# ---- block 1 ----
**src/rtl/div_pkg.sv**
```systemverilog
// Shared definitions for the restoring divider: state encoding, debug view, counter sizing.
package div_pkg;

    localparam logic [1:0] S_IDLE = 2'd0;
    localparam logic [1:0] S_RUN  = 2'd1;
    localparam logic [1:0] S_DONE = 2'd2;

    typedef enum logic [1:0] {
        IDLE = S_IDLE,
        RUN  = S_RUN,
        DONE = S_DONE
    } state_t;

    // r_msb is the top bit of the partial remainder; it should never be set.
    typedef struct packed {
        state_t state;
        logic   r_msb;
    } dbg_t;

    function automatic int clog2(input int value);
        int bits;
        int v;
        bits = 0;
        v = value - 1;
        while (v > 0) begin
            bits++;
            v = v >> 1;
        end
        return (bits < 1) ? 1 : bits;
    endfunction

endpackage

```
**src/rtl/full_subtractor.sv**
```systemverilog
// One-bit full subtractor cell; chained to form the trial-subtraction borrow path.
module full_subtractor (
    input  logic a,
    input  logic b,
    input  logic bin,
    output logic diff,
    output logic bout
);

    assign diff = a ^ b ^ bin;
    assign bout = (~a & b) | (~(a ^ b) & bin);

endmodule

```
**src/rtl/restoring_divider.sv**
```systemverilog
// Multi-cycle unsigned restoring divider with valid/ready handshakes on input and output.
// Handshake: a transfer happens on a rising edge where valid && ready; one operation in flight.
module restoring_divider
    import div_pkg::*;
#(
    parameter int WIDTH = 8
) (
    input  logic             clk,
    input  logic             rst_n,
    input  logic             in_valid,
    output logic             in_ready,
    input  logic [WIDTH-1:0] dividend,
    input  logic [WIDTH-1:0] divisor,
    output logic             out_valid,
    input  logic             out_ready,
    output logic [WIDTH-1:0] quotient,
    output logic [WIDTH-1:0] remainder,
    output logic             div_by_zero,
    output dbg_t             dbg
);

    localparam int CW = clog2(WIDTH);
    localparam logic [CW-1:0] LAST = CW'(WIDTH - 1);

    state_t           state;
    state_t           next_state;
    logic [WIDTH-1:0] div_q;
    logic [WIDTH:0]   part_r;
    logic [WIDTH-1:0] work_q;
    logic [CW-1:0]    count;
    logic             zero_q;

    logic [WIDTH:0]   s_val;
    logic [WIDTH:0]   sub_b;
    logic [WIDTH:0]   t_val;
    logic [WIDTH+1:0] brw;
    logic             no_borrow;
    logic [WIDTH:0]   next_r;
    logic [WIDTH-1:0] next_q;

    assign s_val = {part_r[WIDTH-1:0], work_q[WIDTH-1]};
    assign sub_b = {1'b0, div_q};
    assign brw[0] = 1'b0;

    genvar i;
    generate
        for (i = 0; i <= WIDTH; i++) begin : g_sub
            full_subtractor u_fs (
                .a   (s_val[i]),
                .b   (sub_b[i]),
                .bin (brw[i]),
                .diff(t_val[i]),
                .bout(brw[i+1])
            );
        end
    endgenerate

    assign no_borrow = ~brw[WIDTH+1];
    assign next_r    = no_borrow ? t_val : s_val;
    assign next_q    = {work_q[WIDTH-2:0], no_borrow};

    always_comb begin
        next_state = state;
        in_ready   = 1'b0;
        out_valid  = 1'b0;
        case (state)
            IDLE: begin
                in_ready = 1'b1;
                if (in_valid) next_state = RUN;
            end
            // A zero divisor spends exactly one cycle here so its result lands one edge after accept.
            RUN: begin
                if (zero_q || count == LAST) next_state = DONE;
            end
            DONE: begin
                out_valid = 1'b1;
                if (out_ready) next_state = IDLE;
            end
            default: next_state = IDLE;
        endcase
    end

    always_ff @(posedge clk or negedge rst_n) begin
        if (!rst_n) begin
            state       <= IDLE;
            div_q       <= '0;
            part_r      <= '0;
            work_q      <= '0;
            count       <= '0;
            zero_q      <= 1'b0;
            quotient    <= '0;
            remainder   <= '0;
            div_by_zero <= 1'b0;
        end else begin
            state <= next_state;
            case (state)
                IDLE: begin
                    if (in_valid) begin
                        div_q  <= divisor;
                        part_r <= '0;
                        work_q <= dividend;
                        count  <= '0;
                        zero_q <= (divisor == '0);
                    end
                end
                RUN: begin
                    if (zero_q) begin
                        quotient    <= '1;
                        remainder   <= work_q;
                        div_by_zero <= 1'b1;
                    end else begin
                        part_r <= next_r;
                        work_q <= next_q;
                        count  <= count + 1'b1;
                        // Result registers only move on the final step so they hold across the next run.
                        if (count == LAST) begin
                            quotient    <= next_q;
                            remainder   <= next_r[WIDTH-1:0];
                            div_by_zero <= 1'b0;
                        end
                    end
                end
                default: ;
            endcase
        end
    end

    assign dbg.state = state;
    assign dbg.r_msb = part_r[WIDTH];

endmodule

```
**config.mk**
```make
export PLATFORM = sky130hd
export DESIGN_NAME = restoring_divider
export DESIGN_NICKNAME = d
export VERILOG_FILES = /design/src/rtl/div_pkg.sv /design/src/rtl/full_subtractor.sv /design/src/rtl/restoring_divider.sv
export SDC_FILE = /design/constraint.sdc
export NUM_CORES = 1
export LEC_CHECK = 0
export ABC_AREA = 1
export CAP_MARGIN = 0
export CORE_ASPECT_RATIO = 1.2
export CORE_MARGIN = 4
export CORE_UTILIZATION = 57
export DETAILED_ROUTE_END_ITERATION = 8
export PLACE_DENSITY_LB_ADDON = 0.15
export REMOVE_ABC_BUFFERS = 1
export SLEW_MARGIN = 30
export SYNTH_ARGS = -nofsm -noshare
export SYNTH_HDL_FRONTEND = slang
export SYNTH_SLANG_ARGS = --single-unit
```
**constraint.sdc**
```tcl
create_clock -name clk -period 8.88 [get_ports clk]
set_clock_uncertainty 0.2 [all_clocks]
set_input_delay 1.776 -clock clk [delete_from_list [all_inputs] [get_ports clk]]
set_output_delay 1.776 -clock clk [all_outputs]
set_load 0.01 [all_outputs]
```
Fig. 1: block 1, clock network drawn from the DEF
The bar under the picture is 20 um long.
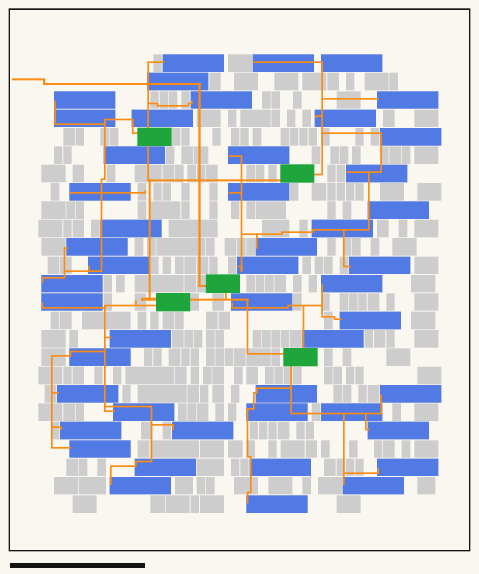
[blue] flip-flops | count: 48
[orange] clock wires | length: 550 um
[green] clock-net drivers | count: 5
flops lie: all over the die

Fig. 2: block 1, floorplan with the power grid
Pins as bars on the die edge.
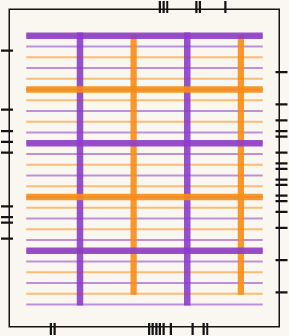
| colour | net |
|---|---|
| orange | VDD |
| purple | VSS |
signal pins: 42
met5 straps: 5
met1 rails: 26
met4 straps: 4

==> results.yml <==
# physical design summary
setup_path:
  rr_startpoint: "work_q[7]"
  timing.rr.end: "remainder[5]"
  cp_slowest_cell: "dfrtp_1"
  critical_path.most_common_cell: "fa_1"
  slowest_delay_ns: 0.42
  path_class: "register to register"
  crit_fanout: 10
  path_cells: "inv_1 -> ha_1 -> fa_1 -> inv_1 -> fa_1 -> fa_1 -> fa_1 -> fa_1 -> inv_1 -> fa_1 -> fa_1 -> nand2_1 -> nand2_1 -> nand3_1 -> nand2_1 -> nand2_1"
  start_kind: "register"
power_and_ir_drop:
  ir_drop_mv: 0.1802
  power_frac_clock_pct: 11.0
  p_seq_share_pct: 34.6
  p_leak_nw: 1.555
  comb_power_share_pct: 54.4
layout:
  seq_share_pct: 40.96
  buffers_excl_clock: 41
  n_all_inverters: 27
  final_common_cell: "nand2_1"
  top_register: "part_r"
  comb_cells: 221
  sh_comb_area_pct: 36.65
  top_area_cell_class: "flip-flops and latches"
  n_fill_cell: 356
  drive_gt1_share_pct: 5.233
  seq_cells: 48
  nClkBuffers: 6
  comb_area_um2: 1075
  stdcell_count: 398
  final_util_pct: 72.12
  area_delta_synth_final_pct: 19.23
floorplan:
  die_w_um: 67.97
  initial_core_util_pct: 60.49
  die_height_um: 79.97
timing:
  worst_pin_slew_ns: 0.5935
  setup_viol: 0
  worst_slack_ns: 4.856
synthesis:
  ys_sh_adder_pct: 7.223
  ys_seq_share_pct: 48.83
  synth_cell_types: 24
  yosys_cells: 308
  yosysWarnings: 0
  mux_area_share_pct: 0.4069
  edf_count: 0
clocking:
  post_cts_resized: 0
  ctsLongestPathBuffers: 2
  hold_buffers: 0
  path_clk_slew_ns: 0.08
  cts-root-buf: "clkbuf_8"
job:
  openroad.warnings: 25
hold_path:
  min-delay-start: "count[1]"
  hold_end: "count[1]"
grt:
  grt_overflow_total: 0
  grtUsageMet1_pct: 28.74
placed_design:
  port_buffers: 41
run_status:
  status: "finished clean"
route:
  top_layer_used: "met4"
  dr.pass1.iters: 4
  wl_met3_um: 298
  m1WireLength_um: 2207
  drtIter0Drc: 140
  drc: 0
  wl_met2_um: 2579

# ---- block 2 ----
**config.mk**
```make
export PLATFORM = sky130hd
export DESIGN_NAME = shift_add_mult_n
export DESIGN_NICKNAME = d
export VERILOG_FILES = /design/src/rtl/smult_pkg.sv /design/src/rtl/shift_add_mult_n_cond_negate.sv /design/src/rtl/shift_add_mult_n.sv
export SDC_FILE = /design/constraint.sdc
export NUM_CORES = 1
export LEC_CHECK = 0
export ABC_AREA = 1
export CORE_ASPECT_RATIO = 0.6
export CORE_MARGIN = 2
export CORE_UTILIZATION = 55
export DETAILED_ROUTE_END_ITERATION = 8
export PLACE_DENSITY = 0.82
export SLEW_MARGIN = 40
export SYNTH_ARGS = -nofsm -noshare
export SYNTH_HDL_FRONTEND = slang
export SYNTH_SLANG_ARGS = --single-unit
```
**constraint.sdc**
```tcl
create_clock -name Clk -period 5.8 [get_ports Clk]
set_clock_uncertainty 0.2 [all_clocks]
set_input_delay 0.58 -clock Clk [delete_from_list [all_inputs] [get_ports Clk]]
set_output_delay 0.58 -clock Clk [all_outputs]
set_load 0.1 [all_outputs]
```
**src/rtl/smult_pkg.sv**
```systemverilog
// Shared state encoding and sizing helper for the shift-add multiplier.
package smult_pkg;

  localparam logic [1:0] S_IDLE = 2'd0;
  localparam logic [1:0] S_RUN  = 2'd1;
  localparam logic [1:0] S_DONE = 2'd2;

  // Ceiling log2 with a floor of 1 so a counter never collapses to zero width.
  function automatic int clog2(input int v);
    int r;
    r = 0;
    while ((1 << r) < v) r++;
    return (r < 1) ? 1 : r;
  endfunction

endpackage

```
**src/rtl/shift_add_mult_n_cond_negate.sv**
```systemverilog
// Conditional two's-complement negation: y = neg ? -x : x.
module cond_negate #(
  parameter int N = 8
) (
  input  logic [N-1:0] x,
  input  logic         neg,
  output logic [N-1:0] y
);

  assign y = neg ? (~x + N'(1)) : x;

endmodule

```
**src/rtl/shift_add_mult_n.sv**
```systemverilog
// Sequential shift-add multiplier: WIDTH iterations per product, optional
// signed mode via sign-magnitude conversion, result held until Ack.
module shift_add_mult_n
  import smult_pkg::*;
#(
  parameter int WIDTH     = 8,
  parameter bit SIGNED_EN = 1'b1
) (
  input  logic               Clk,
  input  logic               Rst_n,
  input  logic               St,
  input  logic               Signed,
  input  logic [WIDTH-1:0]   Mplier,
  input  logic [WIDTH-1:0]   Mcand,
  input  logic               Ack,
  output logic               Busy,
  output logic               Done,
  output logic [2*WIDTH-1:0] Result
);

  localparam int CW = clog2(WIDTH);

  logic [1:0]         state, state_nxt;
  logic [2*WIDTH:0]   acc;
  logic [WIDTH-1:0]   mcand_mag;
  logic [CW-1:0]      count;
  logic               neg_flag;

  logic               mode;
  logic [WIDTH-1:0]   mplier_abs, mcand_abs;
  logic [WIDTH:0]     upper;
  logic [2*WIDTH-1:0] prod_signed;
  logic               last_iter;

  // With SIGNED_EN=0 mode is constant 0 and the negators reduce to wires.
  assign mode      = Signed & SIGNED_EN;
  assign last_iter = (count == CW'(WIDTH - 1));

  cond_negate #(.N(WIDTH)) u_mplier_abs (
    .x(Mplier), .neg(mode & Mplier[WIDTH-1]), .y(mplier_abs)
  );

  cond_negate #(.N(WIDTH)) u_mcand_abs (
    .x(Mcand), .neg(mode & Mcand[WIDTH-1]), .y(mcand_abs)
  );

  cond_negate #(.N(2*WIDTH)) u_result (
    .x(acc[2*WIDTH-1:0]), .neg(neg_flag), .y(prod_signed)
  );

  // Upper half plus optional addend; acc[2W] is always 0 here, so the carry
  // lands in bit W of upper before the shift.
  assign upper = acc[0] ? (acc[2*WIDTH:WIDTH] + {1'b0, mcand_mag})
                        : acc[2*WIDTH:WIDTH];

  // State register.
  always_ff @(posedge Clk or negedge Rst_n) begin
    if (!Rst_n) state <= S_IDLE;
    else        state <= state_nxt;
  end

  // Next-state logic; unused encoding falls back to IDLE.
  always_comb begin
    state_nxt = S_IDLE;
    case (state)
      S_IDLE:  state_nxt = St ? S_RUN : S_IDLE;
      S_RUN:   state_nxt = last_iter ? S_DONE : S_RUN;
      S_DONE:  state_nxt = Ack ? S_IDLE : S_DONE;
      default: state_nxt = S_IDLE;
    endcase
  end

  // Outputs: Result is forced to zero outside DONE so no partial value leaks.
  always_comb begin
    Busy   = (state == S_RUN);
    Done   = (state == S_DONE);
    Result = (state == S_DONE) ? prod_signed : '0;
  end

  // Datapath: capture magnitudes on start, then add-and-shift once per edge.
  always_ff @(posedge Clk or negedge Rst_n) begin
    if (!Rst_n) begin
      acc       <= '0;
      mcand_mag <= '0;
      count     <= '0;
      neg_flag  <= 1'b0;
    end else begin
      case (state)
        S_IDLE: if (St) begin
          acc       <= {{(WIDTH+1){1'b0}}, mplier_abs};
          mcand_mag <= mcand_abs;
          count     <= '0;
          neg_flag  <= mode & (Mplier[WIDTH-1] ^ Mcand[WIDTH-1]);
        end
        S_RUN: begin
          acc   <= {upper, acc[WIDTH-1:0]} >> 1;
          count <= count + CW'(1);
        end
        default: ;
      endcase
    end
  end

endmodule

```
==> results.yml <==
# physical design summary
run_status:
  status: "finished clean"
synthesis:
  yosysWarnings: 0
  ys_area_um2: 2367
  ys_sh_adder_pct: 7.717
  logic_family: "simple AND/OR/NAND/NOR gates"
  ys_seq_elements: 30
  synth.top_cell.area_share_pct: 31.71
  topCellsByArea: "dfrtp_1, nand2_1, inv_1"
  synthSimpleGateAreaFrac_pct: 30.18
  largest_area_cell: "dfrtp_1"
  yosys_cells: 355
  compound_area_share_pct: 17.71
setup_path:
  rr_startpoint: "acc[8]"
  path_class: "register to primary output"
  cp-startpoint: "acc[0]"
  start_kind: "register"
timing:
  hold_violations: 0
  max_freq_ghz: 0.3093
  setup_viol: 0
  slew_headroom_pct: 61.45
  finalCritPeriodShare_pct: 55.74
  finalSetupTns_ns: 0
hold_path:
  min_delay_path_depth: 1
floorplan:
  io_pins: 39
  initial_core_util_pct: 57.44
layout:
  largest_reg_flops: 16
  top_register: "acc"
  nClkBuffers: 7
  clk_share_pct: 3.284
  nets: 427
  lay_top_cells: "nand2_1, inv_1, nor2_1"
grt:
  gr-max-usage-layer: "met1"
route:
  wl_met2_um: 2535
  top_layer_used: "met4"
  dr.pass1.iters: 5
  via_per_inst: 5.466
  drtIter0Drc: 217
power_and_ir_drop:
  powerDensity_nw_per_um2: 499.4
  power_switching_uw: 720.0
  comb-power_uw: 782
  power.internal_uw: 668.9
placed_design:
  hpwlAfterDp_um: 4931
clocking:
  path_clk_slew_ns: 0.07
  clock_latency_ns: 0.28
Fig. 3: block 2, floorplan with the power grid
Pins as bars on the die edge.
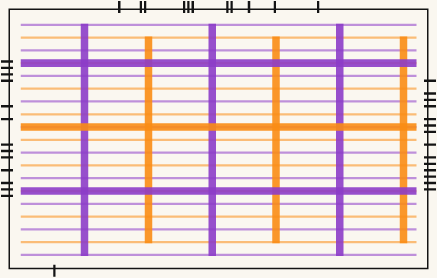
| colour | net |
|---|---|
| orange | VDD |
| purple | VSS |
met5 straps: 3
signal pins: 39
met4 straps: 6
rows: 18
met1 rails: 19
core area: 4121 um^2
die outline width: 88.70 um
Chip Height: 54.82 um
Max VDD drop: 0.3694 mV

Fig. 4: block 2, cell classes on the final placement
The bar under the picture is 20 um long.
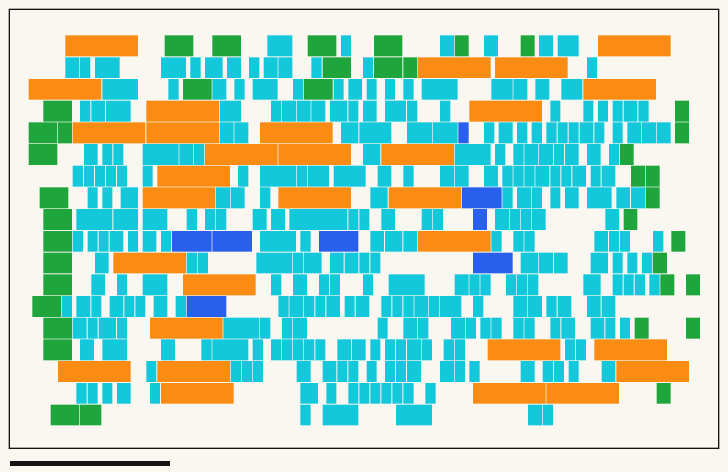
| colour | class | cells | share of their area |
|---|---|---|---|
| orange | sequential cells | 30 | 28% |
| green | remaining buffers and delay cells | 39 | 11% |
| cyan | remaining logic cells | 316 | 58% |
| blue | clock drivers and dummy loads | 8 | 3.4% |
Rows: 18
Final Util: 67.49%
Final Cell Area: 2781 um^2
flop share of the area: 26.99%


# ---- block 3 ----
Fig. 5: block 3, clock routing
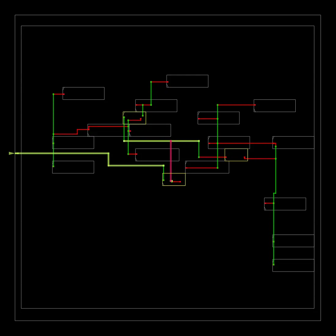
Fig. 6: block 3, clock network drawn from the DEF
The bar under the picture is 20 um long.
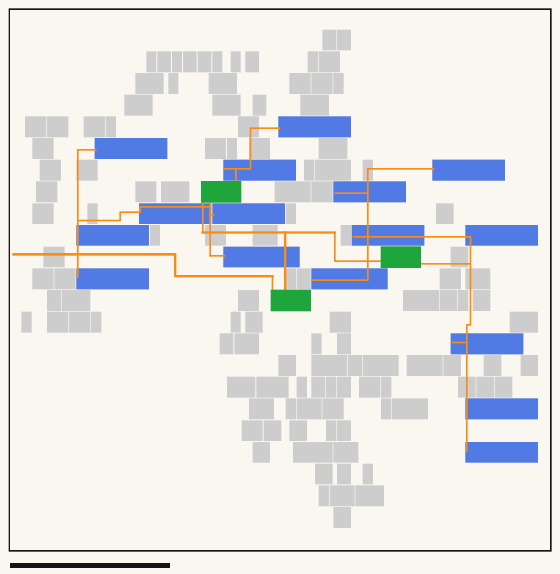
$ cat config.mk
export PLATFORM = sky130hd
export DESIGN_NAME = uart_tx_arb_flat
export DESIGN_NICKNAME = d
export VERILOG_FILES = /design/src/rtl/uart_tx_arb_if.sv /design/src/rtl/uart_tx_arb.sv /design/src/flat_wrapper.sv
export SDC_FILE = /design/constraint.sdc
export NUM_CORES = 1
export LEC_CHECK = 0
export ABC_CLOCK_PERIOD_IN_PS = 3750
export CORE_MARGIN = 1
export CORE_UTILIZATION = 29
export CTS_CLUSTER_SIZE = 16
export DETAILED_ROUTE_END_ITERATION = 10
export DONT_BUFFER_PORTS = 1
export HOLD_SLACK_MARGIN = 0.15
export PLACE_DENSITY = 0.47
export SYNTH_ARGS = -nofsm -noshare
export SYNTH_HDL_FRONTEND = slang
export SYNTH_SLANG_ARGS = --single-unit
$ cat constraint.sdc
create_clock -name clk -period 3.75 [get_ports clk]
set_input_delay 0.375 -clock clk [delete_from_list [all_inputs] [get_ports clk]]
set_output_delay 0.375 -clock clk [all_outputs]
set_load 0.02 [all_outputs]
$ cat src/rtl/uart_tx_arb_if.sv
// Requester / transmitter bundle shared by uart_tx_arb and its users.
// UART_TX_ARB_LOCK_EN adds the req_lock vector.
interface uart_tx_arb_if #(
    parameter int NUM_REQ      = 4,
    parameter int PAYLOAD_BITS = 8
);
    localparam int OW = (NUM_REQ > 1) ? $clog2(NUM_REQ) : 1;

    logic [NUM_REQ-1:0]              req_valid;
    logic [NUM_REQ*PAYLOAD_BITS-1:0] req_data;
    logic [NUM_REQ-1:0]              req_ready;
    logic [NUM_REQ-1:0]              req_done;
    logic                            tx_en;
    logic [PAYLOAD_BITS-1:0]         tx_data;
    logic                            tx_done;
    logic                            busy;
    logic [OW-1:0]                   owner;
`ifdef UART_TX_ARB_LOCK_EN
    logic [NUM_REQ-1:0]              req_lock;

    modport master (
        output req_valid, req_data, tx_done, req_lock,
        input  req_ready, req_done, tx_en, tx_data, busy, owner
    );

    modport slave (
        input  req_valid, req_data, tx_done, req_lock,
        output req_ready, req_done, tx_en, tx_data, busy, owner
    );
`else
    modport master (
        output req_valid, req_data, tx_done,
        input  req_ready, req_done, tx_en, tx_data, busy, owner
    );

    modport slave (
        input  req_valid, req_data, tx_done,
        output req_ready, req_done, tx_en, tx_data, busy, owner
    );
`endif
endinterface

$ cat src/rtl/uart_tx_arb.sv
// Round-robin arbiter sharing one UART transmitter among NUM_REQ requesters.
// UART_TX_ARB_LOCK_EN lets the current owner keep the grant via req_lock.
module uart_tx_arb #(
    parameter int NUM_REQ      = 4,
    parameter int PAYLOAD_BITS = 8
) (
    input  logic           clk,
    input  logic           rst_n,
    uart_tx_arb_if.slave   bus
);
    localparam int OW = $clog2(NUM_REQ);

    localparam logic [1:0] S_IDLE  = 2'd0;
    localparam logic [1:0] S_ISSUE = 2'd1;
    localparam logic [1:0] S_WAIT  = 2'd2;

    localparam logic [NUM_REQ-1:0] ONE = NUM_REQ'(1);

    logic [1:0]              state_q, state_d;
    logic [OW-1:0]           owner_q, owner_d;
    logic [PAYLOAD_BITS-1:0] data_q, data_d;
    logic [NUM_REQ-1:0]      done_q, done_d;

    logic [OW-1:0]           cand [NUM_REQ];
    logic [PAYLOAD_BITS-1:0] bytes [NUM_REQ];
    logic [OW-1:0]           win;
    logic                    found;

    // Split the flat data bus into per-requester bytes.
    always_comb begin
        for (int i = 0; i < NUM_REQ; i++) begin
            bytes[i] = bus.req_data[i*PAYLOAD_BITS +: PAYLOAD_BITS];
        end
    end

    // Round-robin pick: first valid index after the last owner, wrapping.
    always_comb begin
        win   = owner_q;
        found = 1'b0;
        for (int k = 1; k <= NUM_REQ; k++) begin
            cand[k-1] = OW'((32'(owner_q) + k) % NUM_REQ);
            if (!found && bus.req_valid[cand[k-1]]) begin
                found = 1'b1;
                win   = cand[k-1];
            end
        end
`ifdef UART_TX_ARB_LOCK_EN
        // A locked owner with more data keeps the line for its message.
        if (bus.req_lock[owner_q] && bus.req_valid[owner_q]) begin
            found = 1'b1;
            win   = owner_q;
        end
`endif
    end

    // Next-state logic for the IDLE/ISSUE/WAIT sequence.
    always_comb begin
        state_d = state_q;
        owner_d = owner_q;
        data_d  = data_q;
        done_d  = '0;
        unique case (state_q)
            S_IDLE: begin
                if (found) begin
                    owner_d = win;
                    data_d  = bytes[win];
                    state_d = S_ISSUE;
                end
            end
            S_ISSUE: begin
                state_d = S_WAIT;
            end
            S_WAIT: begin
                if (bus.tx_done) begin
                    done_d  = ONE << owner_q;
                    state_d = S_IDLE;
                end
            end
            default: begin
                state_d = S_IDLE;
            end
        endcase
    end

    // State registers; reset abandons any byte in flight.
    always_ff @(posedge clk or negedge rst_n) begin
        if (!rst_n) begin
            state_q <= S_IDLE;
            owner_q <= OW'(NUM_REQ - 1);
            data_q  <= '0;
            done_q  <= '0;
        end else begin
            state_q <= state_d;
            owner_q <= owner_d;
            data_q  <= data_d;
            done_q  <= done_d;
        end
    end

    assign bus.tx_en     = (state_q == S_ISSUE);
    assign bus.req_ready = (state_q == S_ISSUE) ? (ONE << owner_q) : '0;
    assign bus.req_done  = done_q;
    assign bus.tx_data   = data_q;
    assign bus.busy      = (state_q != S_IDLE);
    assign bus.owner     = owner_q;

endmodule

$ cat src/flat_wrapper.sv
// flat-port wrapper written by rule: the top's interface ports become plain ports
module uart_tx_arb_flat 
#(
    parameter int NUM_REQ      = 4,
    parameter int PAYLOAD_BITS = 8
)
  (clk, rst_n, bus_req_valid, bus_req_data, bus_tx_done, bus_req_ready, bus_req_done, bus_tx_en, bus_tx_data, bus_busy, bus_owner);
  uart_tx_arb_if #(.NUM_REQ(NUM_REQ), .PAYLOAD_BITS(PAYLOAD_BITS)) bus_i ();
  input  logic clk;
  input  logic rst_n;
  input wire logic [$bits(bus_i.req_valid)-1:0] bus_req_valid;
  input wire logic [$bits(bus_i.req_data)-1:0] bus_req_data;
  input wire logic [$bits(bus_i.tx_done)-1:0] bus_tx_done;
  output wire logic [$bits(bus_i.req_ready)-1:0] bus_req_ready;
  output wire logic [$bits(bus_i.req_done)-1:0] bus_req_done;
  output wire logic [$bits(bus_i.tx_en)-1:0] bus_tx_en;
  output wire logic [$bits(bus_i.tx_data)-1:0] bus_tx_data;
  output wire logic [$bits(bus_i.busy)-1:0] bus_busy;
  output wire logic [$bits(bus_i.owner)-1:0] bus_owner;
  assign bus_i.req_valid = bus_req_valid;
  assign bus_i.req_data = bus_req_data;
  assign bus_i.tx_done = bus_tx_done;
  assign bus_req_ready = bus_i.req_ready;
  assign bus_req_done = bus_i.req_done;
  assign bus_tx_en = bus_i.tx_en;
  assign bus_tx_data = bus_i.tx_data;
  assign bus_busy = bus_i.busy;
  assign bus_owner = bus_i.owner;
  uart_tx_arb #(.NUM_REQ(NUM_REQ), .PAYLOAD_BITS(PAYLOAD_BITS)) u_core (.clk(clk), .rst_n(rst_n), .bus(bus_i));
endmodule
==> results.yml <==
# physical design summary
route:
  m1WireLength_um: 1290
  drt-total-wl_um: 3080
  via_per_inst: 5.618
  top_layer_used: "met4"
  wl_met3_um: 236
  dr.pass1.iters: 4
grt:
  gr-max-usage-layer: "met2"
  grt_pass1_vias: 989
  grt_pass1_wl_um: 4623
synthesis:
  compound_area_share_pct: 31.00
  yosys_cells: 144
  topCellsByArea: "dfrtp_1, o211a_1, a211oi_1"
  synthSimpleGateAreaFrac_pct: 20.00
  common_cells: "dfrtp_1, inv_1, nand2_1, nand3_1"
  syn-cell-area_um2: 1251
  ys_seq_elements: 16
  mux_area_share_pct: 2.800
  ys_seq_share_pct: 32.20
  fp_nets: 187
  synth.top_cell.area_share_pct: 28.00
layout:
  area_delta_synth_final_pct: 3.600
  largest_reg_flops: 8
  nClkBuffers: 3
  n_fill_cell: 410
  buffer_area_share_pct: 1.351
  seq_cells: 16
  comb_area_um2: 723.2
  lay_top_cells: "dfrtp_1, inv_1, nand2_1, nand3_1"
  n_antenna_cell: 0
  n_all_inverters: 13
hold_path:
  min_delay_path_depth: 2
power_and_ir_drop:
  powerDensity_nw_per_um2: 950.4
  power_frac_clock_pct: 10.3
  power_switching_uw: 627.2
floorplan:
  coreArea_um2: 4058
  dieArea_um2: 4581
  nWellTaps: 50
run_status:
  status: "finished clean"
clocking:
  post_cts_buffers: 0
  cts_tree: "done"
timing:
  finalMaxSlewViolations: 0
  hold_ws_ns: 0.3503
  grt_setup_unrepaired: "false"
placed_design:
  dp_slack_ns: 0.6345
  port_buffers: 0
  place_area_um2: 1245
  hpwlAfterDp_um: 2290
setup_path:
  cp.arrival_ns: 3.23
  cp-startpoint: "u_core.bus.owner[1]"
  start_kind: "register"
  r2r_cells: 8
Notes on Fig. 5 above:
clock skew: 0.004007 ns
Clock Sinks: 16
CTS Buf Count: 3
Clk. pwr: 127 uW
Clk Latency, worst-skew pair: 0.25 ns

Notes on Fig. 6 above:
[blue] flip-flops | count: 16
[green] clock-net drivers | count: 3
[orange] clock wires | length: 229 um
routed clock nets: 4



==> layout pictures side by side <==
Routed metal, one colour a layer.
Two of the layers only.
panel A
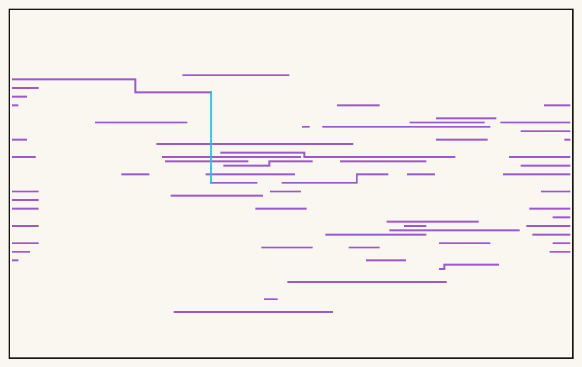
panel B
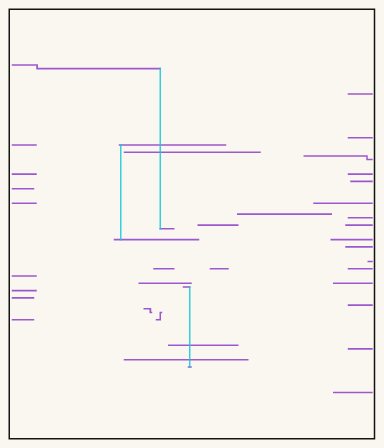
panel C
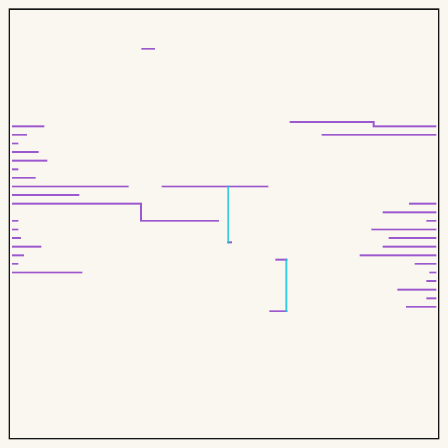
| from | picture |
|---|---|
| block 3 | panel C |
| block 2 | panel A |
| block 1 | panel B |

Key to panel A:
| colour | layer | wire length |
|---|---|---|
| cyan | M4 | 14.3 um |
| purple | M3 | 588 um |

No activity file was given, so power comes from the tool's default toggle rates.
